######## block 1 ########
===== src/rtl/visualizador_periodo.sv =====
// Period display stage: binary-to-BCD conversion by sequential
// double-dabble and a multiplexed 4-digit seven-segment driver.
module visualizador_periodo #(
   parameter int DIV_REFRESCO = 50000
) (
   input  logic        reloj_placa,
   input  logic        reinicio_n,
   input  logic [11:0] valor_periodo,
   output logic [15:0] bcd,
   output logic        listo,
   output logic [3:0]  anodos,
   output logic [6:0]  segmentos,
   output logic        punto
);

   typedef enum logic [1:0] {
      REPOSO,
      DESPLAZA,
      ACTUALIZA
   } estado_t;

   localparam int AW = (DIV_REFRESCO > 1) ? $clog2(DIV_REFRESCO) : 1;
   localparam logic [AW-1:0] TOPE = AW'(DIV_REFRESCO - 1);

   estado_t     estado;
   estado_t     estado_sig;
   logic [11:0] ultimo;
   logic [27:0] desp;
   logic [27:0] corregido;
   logic [3:0]  cuenta;
   logic        hay_cambio;

   logic [AW-1:0] refresco;
   logic [1:0]    indice;
   logic [3:0]    nibble;
   logic          apagado;

   assign punto      = 1'b1;
   assign hay_cambio = (valor_periodo != ultimo);

   // Every BCD nibble (units up to thousands) gets its add-3 fix before the shift
   always_comb begin
      corregido = desp;
      for (int k = 0; k < 4; k++) begin
         if (desp[12+4*k +: 4] >= 4'd5)
            corregido[12+4*k +: 4] = desp[12+4*k +: 4] + 4'd3;
      end
   end

   always_ff @(posedge reloj_placa or negedge reinicio_n) begin
      if (!reinicio_n)
         estado <= REPOSO;
      else
         estado <= estado_sig;
   end

   always_comb begin
      estado_sig = estado;
      unique case (estado)
         REPOSO:    if (hay_cambio) estado_sig = DESPLAZA;
         DESPLAZA:  if (cuenta == 4'd11) estado_sig = ACTUALIZA;
         ACTUALIZA: estado_sig = REPOSO;
         default:   estado_sig = REPOSO;
      endcase
   end

   always_ff @(posedge reloj_placa or negedge reinicio_n) begin
      if (!reinicio_n) begin
         ultimo <= '0;
         desp   <= '0;
         cuenta <= '0;
         bcd    <= '0;
         listo  <= 1'b0;
      end else begin
         listo <= 1'b0;
         unique case (estado)
            REPOSO: begin
               if (hay_cambio) begin
                  ultimo <= valor_periodo;
                  desp   <= {16'b0, valor_periodo};
                  cuenta <= '0;
               end
            end
            DESPLAZA: begin
               desp   <= corregido << 1;
               cuenta <= cuenta + 4'd1;
            end
            ACTUALIZA: begin
               bcd   <= desp[27:12];
               listo <= 1'b1;
            end
            default: ;
         endcase
      end
   end

   always_ff @(posedge reloj_placa or negedge reinicio_n) begin
      if (!reinicio_n) begin
         refresco <= '0;
         indice   <= '0;
      end else if (refresco == TOPE) begin
         refresco <= '0;
         indice   <= indice + 2'd1;
      end else begin
         refresco <= refresco + 1'b1;
      end
   end

   function automatic logic [6:0] decodifica(input logic [3:0] n);
      case (n)
         4'd0:    decodifica = 7'b1000000;
         4'd1:    decodifica = 7'b1111001;
         4'd2:    decodifica = 7'b0100100;
         4'd3:    decodifica = 7'b0110000;
         4'd4:    decodifica = 7'b0011001;
         4'd5:    decodifica = 7'b0010010;
         4'd6:    decodifica = 7'b0000010;
         4'd7:    decodifica = 7'b1111000;
         4'd8:    decodifica = 7'b0000000;
         4'd9:    decodifica = 7'b0010000;
         default: decodifica = 7'b1111111;
      endcase
   endfunction

   assign nibble = bcd[{indice, 2'b00} +: 4];

   // Units digit stays lit so a zero value still shows "0"
   always_comb begin
      apagado = 1'b0;
      unique case (indice)
         2'd0: apagado = 1'b0;
         2'd1: apagado = (bcd[15:4] == 12'd0);
         2'd2: apagado = (bcd[15:8] == 8'd0);
         2'd3: apagado = (bcd[15:12] == 4'd0);
         default: apagado = 1'b0;
      endcase
   end

   always_ff @(posedge reloj_placa or negedge reinicio_n) begin
      if (!reinicio_n) begin
         anodos    <= 4'b1111;
         segmentos <= 7'b1111111;
      end else if (apagado) begin
         anodos    <= 4'b1111;
         segmentos <= 7'b1111111;
      end else begin
         anodos    <= ~(4'b0001 << indice);
         segmentos <= decodifica(nibble);
      end
   end

endmodule

===== config.mk =====
export PLATFORM = sky130hd
export DESIGN_NAME = visualizador_periodo
export DESIGN_NICKNAME = d
export VERILOG_FILES = /design/src/rtl/visualizador_periodo.sv
export SDC_FILE = /design/constraint.sdc
export NUM_CORES = 1
export LEC_CHECK = 0
export ABC_CLOCK_PERIOD_IN_PS = 1600
export CAP_MARGIN = 25
export CELL_PAD_IN_SITES_DETAIL_PLACEMENT = 2
export CELL_PAD_IN_SITES_GLOBAL_PLACEMENT = 2
export CORE_UTILIZATION = 38
export CTS_CLUSTER_SIZE = 20
export DETAILED_ROUTE_END_ITERATION = 16
export DONT_BUFFER_PORTS = 1
export PLACE_DENSITY_LB_ADDON = 0.1
export RECOVER_POWER = 25
export SLEW_MARGIN = 25
export SYNTH_ARGS = -nofsm -noshare
export SYNTH_HDL_FRONTEND = slang
export SYNTH_SLANG_ARGS = --single-unit

===== constraint.sdc =====
create_clock -name reloj_placa -period 1.6 [get_ports reloj_placa]
set_input_delay 0.4 -clock reloj_placa [delete_from_list [all_inputs] [get_ports reloj_placa]]
set_output_delay 0.4 -clock reloj_placa [all_outputs]
set_load 0.05 [all_outputs]

######## block 2 ########
File: src/rtl/lvds_word_aligner.sv
// Word aligner for a 1x12 deserializer: slips until TRAIN_PATTERN is seen MATCH_COUNT times, then forwards words.
// DATA_OUT lags Q_IN by 2 edges; there is no backpressure, BITSLIP is a single-cycle pulse decoded from state.
module lvds_word_aligner #(
    parameter int               WIDTH         = 12,
    parameter logic [WIDTH-1:0] TRAIN_PATTERN = 12'hFC0,
    parameter int               SETTLE_CYCLES = 4,
    parameter int               MATCH_COUNT   = 16,
    parameter int               MAX_SLIPS     = 12,
    parameter int               LOSS_THRESH   = 4
) (
    input  logic             clkdiv_i,
    input  logic             rstn_i,
    input  logic             start_i,
    input  logic [WIDTH-1:0] q_in_i,
    output logic             bitslip_o,
    output logic [WIDTH-1:0] data_out_o,
    output logic             data_valid_o,
    output logic             locked_o,
    output logic             fail_o,
    output logic [4:0]       slip_cnt_o
);

    localparam int MW = $clog2(MATCH_COUNT + 1);
    localparam int SW = $clog2(SETTLE_CYCLES + 1);
    localparam int LW = $clog2(LOSS_THRESH + 1);

    typedef enum logic [2:0] {
        S_IDLE,
        S_SETTLE,
        S_CHECK,
        S_SLIP,
        S_LOCK,
        S_FAILED
    } state_t;

    state_t           state_q, state_d;
    logic [WIDTH-1:0] q_q;
    logic [WIDTH-1:0] data_q;
    logic [MW-1:0]    match_q, match_d;
    logic [SW-1:0]    settle_q, settle_d;
    logic [LW-1:0]    loss_q, loss_d;
    logic [4:0]       slip_q, slip_d;
    logic             locked_q, locked_d;
    logic             fail_q, fail_d;
    logic             hit;

    assign hit = (q_q == TRAIN_PATTERN);

    always_ff @(posedge clkdiv_i or negedge rstn_i) begin
        if (!rstn_i) begin
            q_q    <= '0;
            data_q <= '0;
        end else begin
            q_q    <= q_in_i;
            data_q <= q_q;
        end
    end

    always_ff @(posedge clkdiv_i or negedge rstn_i) begin
        if (!rstn_i) begin
            state_q  <= S_IDLE;
            match_q  <= '0;
            settle_q <= '0;
            loss_q   <= '0;
            slip_q   <= '0;
            locked_q <= 1'b0;
            fail_q   <= 1'b0;
        end else begin
            state_q  <= state_d;
            match_q  <= match_d;
            settle_q <= settle_d;
            loss_q   <= loss_d;
            slip_q   <= slip_d;
            locked_q <= locked_d;
            fail_q   <= fail_d;
        end
    end

    // settle and loss counters only live inside their own state, so they default to zero
    always_comb begin
        state_d  = state_q;
        match_d  = match_q;
        settle_d = '0;
        loss_d   = '0;
        slip_d   = slip_q;
        locked_d = locked_q;
        fail_d   = fail_q;
        case (state_q)
            S_IDLE: begin
                if (start_i) begin
                    state_d = S_SETTLE;
                    slip_d  = '0;
                    match_d = '0;
                end
            end
            S_SETTLE: begin
                if (settle_q >= SW'(SETTLE_CYCLES - 1)) begin
                    state_d = S_CHECK;
                end else begin
                    settle_d = settle_q + SW'(1);
                end
            end
            S_CHECK: begin
                if (hit) begin
                    if (match_q < MW'(MATCH_COUNT)) begin
                        match_d = match_q + MW'(1);
                    end
                    if (match_q >= MW'(MATCH_COUNT - 1)) begin
                        state_d  = S_LOCK;
                        locked_d = 1'b1;
                    end
                end else begin
                    match_d = '0;
                    if (slip_q >= 5'(MAX_SLIPS)) begin
                        state_d = S_FAILED;
                        fail_d  = 1'b1;
                    end else begin
                        state_d = S_SLIP;
                    end
                end
            end
            S_SLIP: begin
                if (slip_q != 5'h1F) begin
                    slip_d = slip_q + 5'd1;
                end
                state_d = S_SETTLE;
            end
            S_LOCK: begin
                if (start_i) begin
                    state_d  = S_SETTLE;
                    slip_d   = '0;
                    match_d  = '0;
                    locked_d = 1'b0;
                end else if (!hit) begin
                    if (loss_q >= LW'(LOSS_THRESH - 1)) begin
                        state_d  = S_SETTLE;
                        slip_d   = '0;
                        match_d  = '0;
                        locked_d = 1'b0;
                    end else begin
                        loss_d = loss_q + LW'(1);
                    end
                end
            end
            S_FAILED: begin
                if (start_i) begin
                    state_d = S_SETTLE;
                    slip_d  = '0;
                    match_d = '0;
                    fail_d  = 1'b0;
                end
            end
            default: state_d = S_IDLE;
        endcase
    end

    assign bitslip_o    = (state_q == S_SLIP);
    assign data_valid_o = (state_q == S_LOCK);
    assign data_out_o   = data_q;
    assign locked_o     = locked_q;
    assign fail_o       = fail_q;
    assign slip_cnt_o   = slip_q;

endmodule

File: config.mk
export PLATFORM = sky130hd
export DESIGN_NAME = lvds_word_aligner
export DESIGN_NICKNAME = d
export VERILOG_FILES = /design/src/rtl/lvds_word_aligner.sv
export SDC_FILE = /design/constraint.sdc
export NUM_CORES = 1
export LEC_CHECK = 0
export ABC_AREA = 1
export CAP_MARGIN = 20
export CORE_MARGIN = 2
export CORE_UTILIZATION = 47
export DETAILED_ROUTE_END_ITERATION = 6
export PLACE_DENSITY = 0.83
export SLEW_MARGIN = 10
export SYNTH_ARGS = -nofsm -noshare
export SYNTH_HDL_FRONTEND = slang
export SYNTH_SLANG_ARGS = --single-unit
File: constraint.sdc
create_clock -name clkdiv_i -period 2.1 [get_ports clkdiv_i]
set_input_delay 0.42 -clock clkdiv_i [delete_from_list [all_inputs] [get_ports clkdiv_i]]
set_output_delay 0.42 -clock clkdiv_i [all_outputs]
set_load 0.01 [all_outputs]
######## block 3 ########
[src/rtl/alu_pkg.sv]
// alu_pkg: shared definitions for the sequential ALU slice.
//   - opcode encodings OP_ADD..OP_MUL (13-15 reserved)
//   - flag bit positions inside the 4-bit NZCV vector
//   - controller state encoding
//   - mk_flags(): packs individual N/Z/C/V bits into the flag vector
package alu_pkg;

   localparam logic [3:0] OP_ADD = 4'd0;
   localparam logic [3:0] OP_ADC = 4'd1;
   localparam logic [3:0] OP_SUB = 4'd2;
   localparam logic [3:0] OP_SBC = 4'd3;
   localparam logic [3:0] OP_AND = 4'd4;
   localparam logic [3:0] OP_ORR = 4'd5;
   localparam logic [3:0] OP_EOR = 4'd6;
   localparam logic [3:0] OP_MOV = 4'd7;
   localparam logic [3:0] OP_MVN = 4'd8;
   localparam logic [3:0] OP_LSL = 4'd9;
   localparam logic [3:0] OP_LSR = 4'd10;
   localparam logic [3:0] OP_ASR = 4'd11;
   localparam logic [3:0] OP_MUL = 4'd12;

   localparam int FLAG_N = 3;
   localparam int FLAG_Z = 2;
   localparam int FLAG_C = 1;
   localparam int FLAG_V = 0;

   typedef enum logic [1:0] {
      ST_IDLE = 2'd0,
      ST_MUL  = 2'd1,
      ST_DONE = 2'd2
   } state_t;

   function automatic logic [3:0] mk_flags(input logic n, input logic z,
                                           input logic c, input logic v);
      logic [3:0] f;
      f         = '0;
      f[FLAG_N] = n;
      f[FLAG_Z] = z;
      f[FLAG_C] = c;
      f[FLAG_V] = v;
      return f;
   endfunction

endpackage

[src/rtl/alu_mul_iter.sv]
// alu_mul_iter: iterative shift-add multiplier, one partial product per cycle.
//   clk, rst_n  clock / async active-low reset
//   load_i      captures a_i, b_i, clears accumulator and step counter, starts run
//   a_i, b_i    operands
//   product_o   accumulator value after the current step (final when last_o=1)
//   last_o      high in the cycle whose step is the final one
module alu_mul_iter #(
   parameter int WIDTH = 32,
   parameter int STEPS = WIDTH
) (
   input  logic             clk,
   input  logic             rst_n,
   input  logic             load_i,
   input  logic [WIDTH-1:0] a_i,
   input  logic [WIDTH-1:0] b_i,
   output logic [WIDTH-1:0] product_o,
   output logic             last_o
);

   localparam int CW = $clog2(STEPS);

   logic [WIDTH-1:0] a_q, b_q, acc_q, acc_d;
   logic [CW-1:0]    cnt_q;
   logic             run_q;

   // Partial product for step i is a << i when b[i] is set; the sum is kept
   // at WIDTH bits, so the result is the low half of the product.
   always_comb begin
      acc_d = acc_q;
      if (b_q[cnt_q]) acc_d = acc_q + (a_q << cnt_q);
   end

   assign product_o = acc_d;
   assign last_o    = run_q && (cnt_q == CW'(STEPS - 1));

   always_ff @(posedge clk or negedge rst_n) begin
      if (!rst_n) begin
         a_q   <= '0;
         b_q   <= '0;
         acc_q <= '0;
         cnt_q <= '0;
         run_q <= 1'b0;
      end else if (load_i) begin
         a_q   <= a_i;
         b_q   <= b_i;
         acc_q <= '0;
         cnt_q <= '0;
         run_q <= 1'b1;
      end else if (run_q) begin
         acc_q <= acc_d;
         if (cnt_q == CW'(STEPS - 1)) run_q <= 1'b0;
         else                         cnt_q <= cnt_q + CW'(1);
      end
   end

endmodule

[src/rtl/alu_seq_core.sv]
// alu_seq_core: sequential ALU producing a registered result and NZCV flags.
//   clk, rst_n         clock / async active-low reset
//   start_i            request, sampled only when idle
//   op_i, a_i, b_i     opcode and operands (b_i[4:0] is the shift amount)
//   set_flags_i        1: flags from result, 0: pass captured inflags through
//   inflags_i          current NZCV from the flags register
//   busy_o             high while not idle
//   done_o             one-cycle strobe, result/outflags valid from this cycle
//   result_o           registered result, held until the next done
//   outflags_o         registered NZCV, held until the next done
module alu_seq_core
   import alu_pkg::*;
#(
   parameter int WIDTH     = 32,
   parameter int MUL_STEPS = WIDTH
) (
   input  logic             clk,
   input  logic             rst_n,
   input  logic             start_i,
   input  logic [3:0]       op_i,
   input  logic [WIDTH-1:0] a_i,
   input  logic [WIDTH-1:0] b_i,
   input  logic             set_flags_i,
   input  logic [3:0]       inflags_i,
   output logic             busy_o,
   output logic             done_o,
   output logic [WIDTH-1:0] result_o,
   output logic [3:0]       outflags_o
);

   localparam int SHW = $clog2(WIDTH);

   state_t           state_q;
   logic [WIDTH-1:0] a_q, b_q;
   logic             sf_q, mul_ld_q;
   logic [3:0]       inf_q;

   logic [WIDTH-1:0] b_op, alu_res, mul_prod;
   logic [WIDTH:0]   sum, sh_l, sh_r, sh_ra;
   logic [SHW-1:0]   sh;
   logic             cin, c_new, v_new, rsvd, mul_last;
   logic [3:0]       alu_flags;

   // Shifts run one bit wider so the last bit shifted out lands in the
   // extra position (top for LSL, bottom for LSR/ASR).
   assign sh    = b_i[SHW-1:0];
   assign sh_l  = {1'b0, a_i} << sh;
   assign sh_r  = {a_i, 1'b0} >> sh;
   assign sh_ra = $signed({a_i, 1'b0}) >>> sh;

   always_comb begin
      b_op    = b_i;
      cin     = 1'b0;
      sum     = '0;
      alu_res = '0;
      c_new   = inflags_i[FLAG_C];
      v_new   = inflags_i[FLAG_V];
      rsvd    = 1'b0;
      case (op_i)
         OP_ADD, OP_ADC, OP_SUB, OP_SBC: begin
            // Subtract as a + ~b + carry-in, so C comes out as NOT borrow.
            if (op_i == OP_SUB || op_i == OP_SBC) b_op = ~b_i;
            if (op_i == OP_SUB)                        cin = 1'b1;
            else if (op_i == OP_ADC || op_i == OP_SBC) cin = inflags_i[FLAG_C];
            sum     = {1'b0, a_i} + {1'b0, b_op} + {{WIDTH{1'b0}}, cin};
            alu_res = sum[WIDTH-1:0];
            c_new   = sum[WIDTH];
            v_new   = (a_i[WIDTH-1] == b_op[WIDTH-1]) && (sum[WIDTH-1] != a_i[WIDTH-1]);
         end
         OP_AND: alu_res = a_i & b_i;
         OP_ORR: alu_res = a_i | b_i;
         OP_EOR: alu_res = a_i ^ b_i;
         OP_MOV: alu_res = b_i;
         OP_MVN: alu_res = ~b_i;
         OP_LSL: begin
            alu_res = sh_l[WIDTH-1:0];
            if (sh != '0) c_new = sh_l[WIDTH];
         end
         OP_LSR: begin
            alu_res = sh_r[WIDTH:1];
            if (sh != '0) c_new = sh_r[0];
         end
         OP_ASR: begin
            alu_res = sh_ra[WIDTH:1];
            if (sh != '0) c_new = sh_ra[0];
         end
         default: rsvd = 1'b1;
      endcase
      if (rsvd || !set_flags_i) alu_flags = inflags_i;
      else alu_flags = mk_flags(alu_res[WIDTH-1], alu_res == '0, c_new, v_new);
   end

   // Multiplier loads from the captured operands one cycle after the start
   // edge, then runs MUL_STEPS steps; done lands after edge MUL_STEPS+1.
   alu_mul_iter #(.WIDTH(WIDTH), .STEPS(MUL_STEPS)) u_mul (
      .clk       (clk),
      .rst_n     (rst_n),
      .load_i    (mul_ld_q),
      .a_i       (a_q),
      .b_i       (b_q),
      .product_o (mul_prod),
      .last_o    (mul_last)
   );

   always_ff @(posedge clk or negedge rst_n) begin
      if (!rst_n) begin
         state_q    <= ST_IDLE;
         done_o     <= 1'b0;
         result_o   <= '0;
         outflags_o <= '0;
         a_q        <= '0;
         b_q        <= '0;
         sf_q       <= 1'b0;
         inf_q      <= '0;
         mul_ld_q   <= 1'b0;
      end else begin
         done_o   <= 1'b0;
         mul_ld_q <= 1'b0;
         case (state_q)
            ST_IDLE: begin
               if (start_i) begin
                  a_q   <= a_i;
                  b_q   <= b_i;
                  sf_q  <= set_flags_i;
                  inf_q <= inflags_i;
                  if (op_i == OP_MUL) begin
                     mul_ld_q <= 1'b1;
                     state_q  <= ST_MUL;
                  end else begin
                     result_o   <= alu_res;
                     outflags_o <= alu_flags;
                     done_o     <= 1'b1;
                     state_q    <= ST_DONE;
                  end
               end
            end
            ST_MUL: begin
               if (mul_last) begin
                  result_o   <= mul_prod;
                  outflags_o <= sf_q ? mk_flags(mul_prod[WIDTH-1], mul_prod == '0,
                                                inf_q[FLAG_C], inf_q[FLAG_V])
                                     : inf_q;
                  done_o     <= 1'b1;
                  state_q    <= ST_DONE;
               end
            end
            ST_DONE: state_q <= ST_IDLE;
            default: state_q <= ST_IDLE;
         endcase
      end
   end

   assign busy_o = (state_q != ST_IDLE);

endmodule

[config.mk]
export PLATFORM = sky130hd
export DESIGN_NAME = alu_seq_core
export DESIGN_NICKNAME = d
export VERILOG_FILES = /design/src/rtl/alu_pkg.sv /design/src/rtl/alu_mul_iter.sv /design/src/rtl/alu_seq_core.sv
export SDC_FILE = /design/constraint.sdc
export NUM_CORES = 1
export LEC_CHECK = 0
export CAP_MARGIN = 25
export CORE_MARGIN = 5
export CORE_UTILIZATION = 45
export CTS_BUF_LIST = sky130_fd_sc_hd__clkbuf_16
export DETAILED_ROUTE_END_ITERATION = 8
export SKIP_CTS_REPAIR_TIMING = 1
export SLEW_MARGIN = 30
export SYNTH_ARGS = -nofsm -noshare
export SYNTH_HDL_FRONTEND = slang
export SYNTH_SLANG_ARGS = --single-unit
[constraint.sdc]
create_clock -name clk -period 10.3 [get_ports clk]
set_input_delay 1.545 -clock clk [delete_from_list [all_inputs] [get_ports clk]]
set_output_delay 1.545 -clock clk [all_outputs]
set_load 0.1 [all_outputs]

==> layout pictures side by side <==
Placement view.
image #1
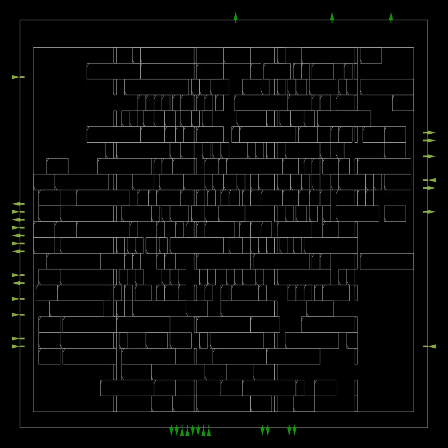
image #2
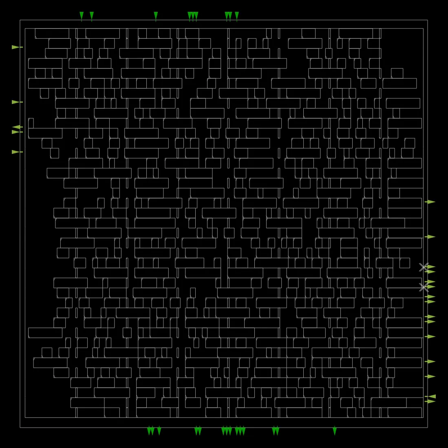
image #3
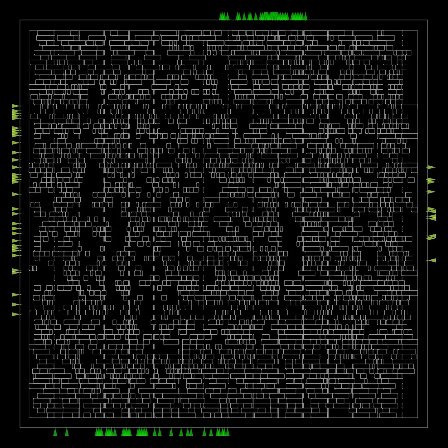
Image #2 comes from block 1.
Image #1 comes from block 2.
Image #3 comes from block 3.
Of these, most cells: image #3
Of these, fewest cells: image #1

Fig. 1: block 3, the metal 2 layer
Scale: 2 px per um.
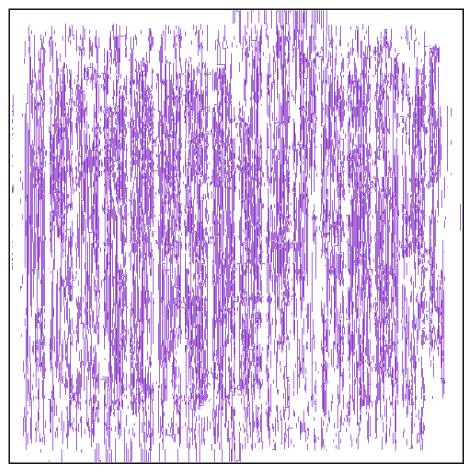
wire length on this layer: 42.5 mm
share of all routed wire: 46%
main direction: vertical
nets with wire on the layer: 2283
longest straight run: 117 um

==> CHANGELOG.md, block 3 <==
### Changed

- Status: finished clean
- Critical Path Start Type: primary input
- Count of library flops with an enable pin: 0
- Vias: 20750
- Clock-cell share: 3.324%
- Mapped Cells: 2497
- Min-delay worst type: reg2reg
- Number of global-route vias before repair: 20350
- Invs w/o clock: 99
- IO Count: 114
- Htree depth: 1
- Bufs w/o clock: 164
- Dpl ws: 2.776 ns
- Crit path DRT: 10.77 ns
- Initial DRC count: 2121
- Top-count cell post-synth: nor2_1
- Multi-input gates: 2005
- Fin util: 50.34%
- Remaining DRCs: 0
- Sequential share of cell area: 22.65%
- Init Core Util: 45.39%
- Peak VDD IR: 0.0003304 V
- # Cells Yosys: 2497
- Adder Area Share: 7.956%
- Fraction of area in multi-input gates: 62.74%
- Post-Route Skew: 0.01208 ns
- Worst-path cell chain: clkdlybuf4s50_1 -> buf_4 -> or2_2 -> nor2_4 -> buf_4 -> xnor2_1 -> fa_1 -> inv_1 -> fa_1 -> nor2b_1 -> o2111a_1 -> nor3_1 -> xnor2_1 -> a32oi_1 -> nand3_1 -> or4_1 -> or4_1 -> nor4_1 -> nand4_1 -> o2bb2ai_1 -> a21oi_1
- Num CTS Buffers: 25
- CTS sink count: 211
- Slew headroom: 24.31%
- Seq pwr: 1.32 mW
- Rows: 79
- Setup TNS: 0 ns
- Net switching power: 3.688 mW
- Final Hold Vio Count: 0
- Tap Cells: 607
- Core Box Area: 46360 um2
- Die H: 226.2 um
- Cell area after layout: 23340 um2
- Slowest-stage cell, CP: nor4_1
- Slew Viols, Final: 0
block 3: per-layer routing:
metal	wire length (um)	track usage, %	vias to the layer above
li1	-	-	9220
met1	35880	44.28	10210
met2	42490	56.96	1007
met3	7083	5.771	305
met4	7278	22.28	8
met5	48	0	-
block 3: placed cells by master, fill, tap and decap left out, drive strengths merged, types with 40 or more instances in the layout:
master	Yosys	final
a211oi	67	67
a21oi	188	188
buf	55	58
clkdlybuf4s50	0	106
dfrtp	211	211
ha	129	129
inv	94	104
mux2	176	176
mux2i	135	135
mux4	48	48
nand2	255	255
nand3	45	45
nor2	259	259
nor3	40	40
o21ai	144	144
xnor2	60	60
block 3: path summary, 6_finish.rpt:
kind                           startpoint            end  slack, ns
max                               op_i[2]  outflags_o[2]       3.14
min                          result_o[10]   result_o[10]       0.48
max reg2reg                u_mul.cnt_q[1]  outflags_o[2]       4.01
min reg2reg                  result_o[10]   result_o[10]       0.48
max in group asynchronous           rst_n         b_q[2]       7.34
min in group asynchronous           rst_n  u_mul.b_q[11]       0.99
block 3: worst min-delay path, cell delays in order, from the launching register on:
cell and delay (ns):
dfrtp_1 0.34, nand2_1 0.05, nand2_1 0.05
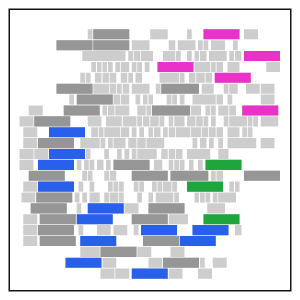
Fig. 2. Where the registers sit (block 2).
Scale: 4 px per um.
| colour | name in the netlist | placed flops |
|---|---|---|
| magenta | slip_cnt_o | 5 |
| green | settle_q | 3 |
| blue | data_out_o | 12 |

==> CHANGELOG.md, block 2 <==
### Changed

- Min-delay worst type: in2async
- Met2 routed WL: 1831 um
- Commonest Layout Cell: nand2_1
- Yosys chip area: 2047 um2
- Fraction of area in multi-input gates: 31.13%
- Slew Viols, Final: 0
- N_diodes: 0
- Arr. time, crit path: 1.30 ns
- CP Max Fanout: 6
- Worst-path cell chain: clkdlybuf4s50_1
- Net switching power: 0.8837 mW
- Avg Inst Size Synth: 9.347 um2
- Final tally of setup violations: 0
- Fmax: 0.5822 GHz
- Post-synth ARST share: 100.0%
- Top routing layer used: met4
- Dpl ws: 0.2672 ns
- Max Cap Viol: 0
- Init Core Util: 50.09%
- Post-Syn Area: 2047 um2
- Final Hold Vio Count: 0
- Peak VDD IR: 0.0005803 V
- Vias: 1538
- Count of library flops with an enable pin: 0
- Largest net degree at the start of global routing: 26
- Clock-cell share: 4.119%
- Initial DRT Pass Iterations: 4
- Bufs w/o clock: 41
- Synth warn: 0
- Worst-Skew Late Latency: 0.30 ns
- Sequential cells: 45
- Post-CTS Setup Bufs: 0
- Logic area: 813.3 um2
- CP delay by family, top: buffers and inverters
- Seq pwr: 1.05 mW
- Power Internal: 1.672 mW
- Sequential Power Share: 41.3%
- Sw Share: 34.58%
- Non-clock buffer area fraction after layout: 15.13%
- Total power: 2.556 mW
- P_comb: 0.869 mW
- Num CTS Buffers: 5
- Status: finished clean
- Library cells used by synthesis: 30
-- block 2: stage by stage --
stage | instance area [um2] | hold WS (ns)
finish | 2613 | 0.09355
CTS | 2570 | 0.09751
detailed placement | 2459 | 0.3678
floorplan | 2047 | 0.1244
global route | 2613 | 0.1294
global placement | 2459 | 0.3571
-- block 2: flip-flops by register name, indices dropped and copies added, names as in the netlist --
signal	flops
data_out_o	12
fail_o	1
locked_o	1
loss_q	3
match_q	5
q_q	12
settle_q	3
slip_cnt_o	5
state_q	3
-- block 2: kinds of logic (layout without fill, tap and decap cells) --
kind of cell	after synthesis	in the layout	synth area share, %
compound gates	13	13	4.157
xor+xnor	3	3	1.284
fa+ha+maj	9	9	5.501
buf+inv	28	75	5.623
flops	45	45	55.01
simple gates	121	121	28.42
-- block 2: worst paths after layout --
check	from	end	slack, ns	depth (start not counted)
min	rstn_i	data_out_o[3]	0.09	1
max	slip_cnt_o[2]	slip_cnt_o[2]	0.38	1
max in group asynchronous	rstn_i	locked_o	1.44	2
max reg2reg	match_q[0]	state_q[0]	0.41	11
min in group clkdiv_i	q_q[4]	data_out_o[4]	0.38	0
min reg2reg	q_q[4]	data_out_o[4]	0.38	0
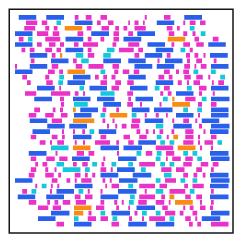
Fig. 3. Cells coloured by class (block 1).
Scale: 2 px per um.
| colour | class | cells | share of their area |
|---|---|---|---|
| magenta | all other logic | 296 | 43% |
| cyan | other buffers and delay cells | 66 | 10% |
| orange | clock drivers and dummy loads | 16 | 5.2% |
| blue | flip-flops | 92 | 41% |

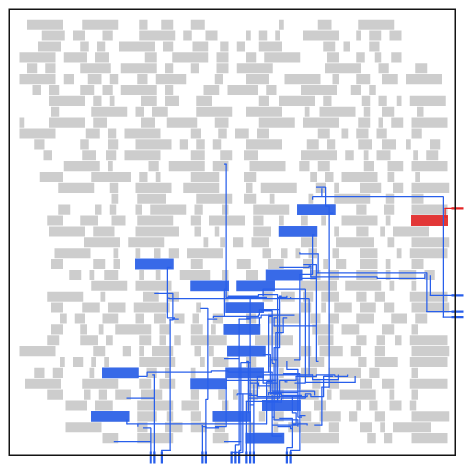
Fig. 4. Wires at chosen ports, followed through buffers (block 1).
Scale: 4 px per um.
| colour | port | bits | direction | edge | end cells | buffers | wire |
|---|---|---|---|---|---|---|---|
| red | listo | 1 | output | east | 1 | 0 | 4.70 um |
| blue | bcd | 16 | output | 13 south, 3 east | 16 | 17 | 1350 um |

==> CHANGELOG.md, block 1 <==
### Changed

- Status: finished with violations
- Failing checks: DRC, hold timing, setup timing
- Final Hold Vio Count: 92
- Placed Cells: 587
- Root buf cell: clkbuf_16
- Remaining DRCs: 4
- IO Count: 43
- Register Area: 2335 um2
- Final tally of setup violations: 41
- Max stage delay on crit path: 0.59 ns
- Vias: 3346
- Dominant comb cell: simple AND/OR/NAND/NOR gates
- Final Non-Filler Cells: 613
- Tap Cells: 143
- Avg Inst Size Synth: 11.23 um2
- Max Cap Viol: 0
- Top-count cell post-synth: dfrtp_1
- Non-clock buffer area fraction after layout: 10.03%
- Cycle use final: 114.0%
- Syn Nets: 437
- Die H: 111.1 um
- Post-synth regs: 92
- Sequential Power Share: 37.3%
- Worst-path cell chain: mux4_2 -> ha_2 -> or2_1 -> a21oi_2 -> o21ai_1
- CTS sink count: 92
- Clock-cell share: 5.081%
- Adder Area Share: 5.531%
- Largest cells by area: dfrtp_1 (45%), dfstp_2 (6.4%), ha_1 (5.5%), xor2_1 (3.9%), mux2_2 (3.0%)
- Most used flip-flop cell: dfrtp_1
- P_comb: 4.89 mW
- Synth Seq Share: 51.19%
- Power Internal: 6.661 mW
- Worst Slack Setup Final: -0.2245 ns
- Synth top cells by count: dfrtp_1 (81), nand2_1 (28), and2_1 (21)
- Initial DRC count: 118
- Hold slack: -0.2570 ns
- Aoi share: 13.22%
==> block 1: stage by stage <==
step | instance area (um2) | TNS, ns
floorplan | 4552 | -0.8022
global placement | 5085 | -4.168
detailed placement | 5085 | -5.876
CTS | 5593 | -3.140
global route | 5836 | -7.914
finish | 5836 | -4.417
==> block 1: layout by cell type, fill, tap and decap left out, types with 6 or more instances in the layout <==
| cell | count |
|---|---|
| dfrtp_1 | 66 |
| buf_4 | 54 |
| nand2_1 | 27 |
| and2_1 | 21 |
| o21ai_0 | 17 |
| inv_1 | 15 |
| dfrtp_2 | 15 |
| xor2_1 | 14 |
| ha_1 | 14 |
| a22o_1 | 13 |
| nor2_1 | 13 |
| mux2_2 | 12 |
| a21o_1 | 12 |
| a221o_1 | 11 |
| dfstp_2 | 11 |
| clkbuf_16 | 11 |
| xnor2_1 | 10 |
| nand3_1 | 8 |
| nand2b_1 | 8 |
| buf_6 | 8 |
| a21oi_2 | 7 |
| xor2_2 | 6 |
==> block 1: metal layers <==
metal,track usage (%),up-vias,routed length [um]
met3,2.679,16,267
met2,37.44,49,6620
met4,9.279,0,273
met5,0,-,0
met1,27.91,1741,5622
li1,-,1540,-


==> layout pictures side by side <==
Clock distribution.
shot_01.png
Scale: 1 px per um.
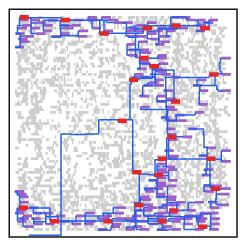
shot_02.png
Scale: 4 px per um.
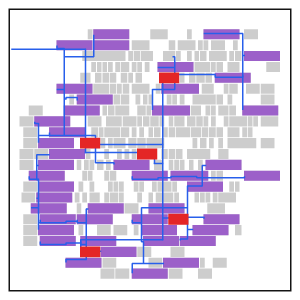
shot_03.png
Scale: 2 px per um.
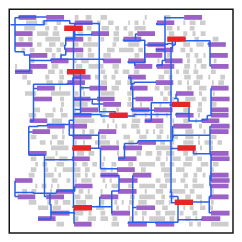
The one with the fewest sequential cells is shot_02.png.
The one with the smallest die is shot_02.png.
| from | picture |
|---|---|
| block 2 | shot_02.png |
| block 1 | shot_03.png |
| block 3 | shot_01.png |

Key to shot_02.png:
[red] cells driving clock nets | count: 5
[blue] clock wires | length: 477 um
[purple] flip-flops | count: 45
routed clock nets: 6

Power figures rest on the tool's default switching activity, not on a simulated workload.
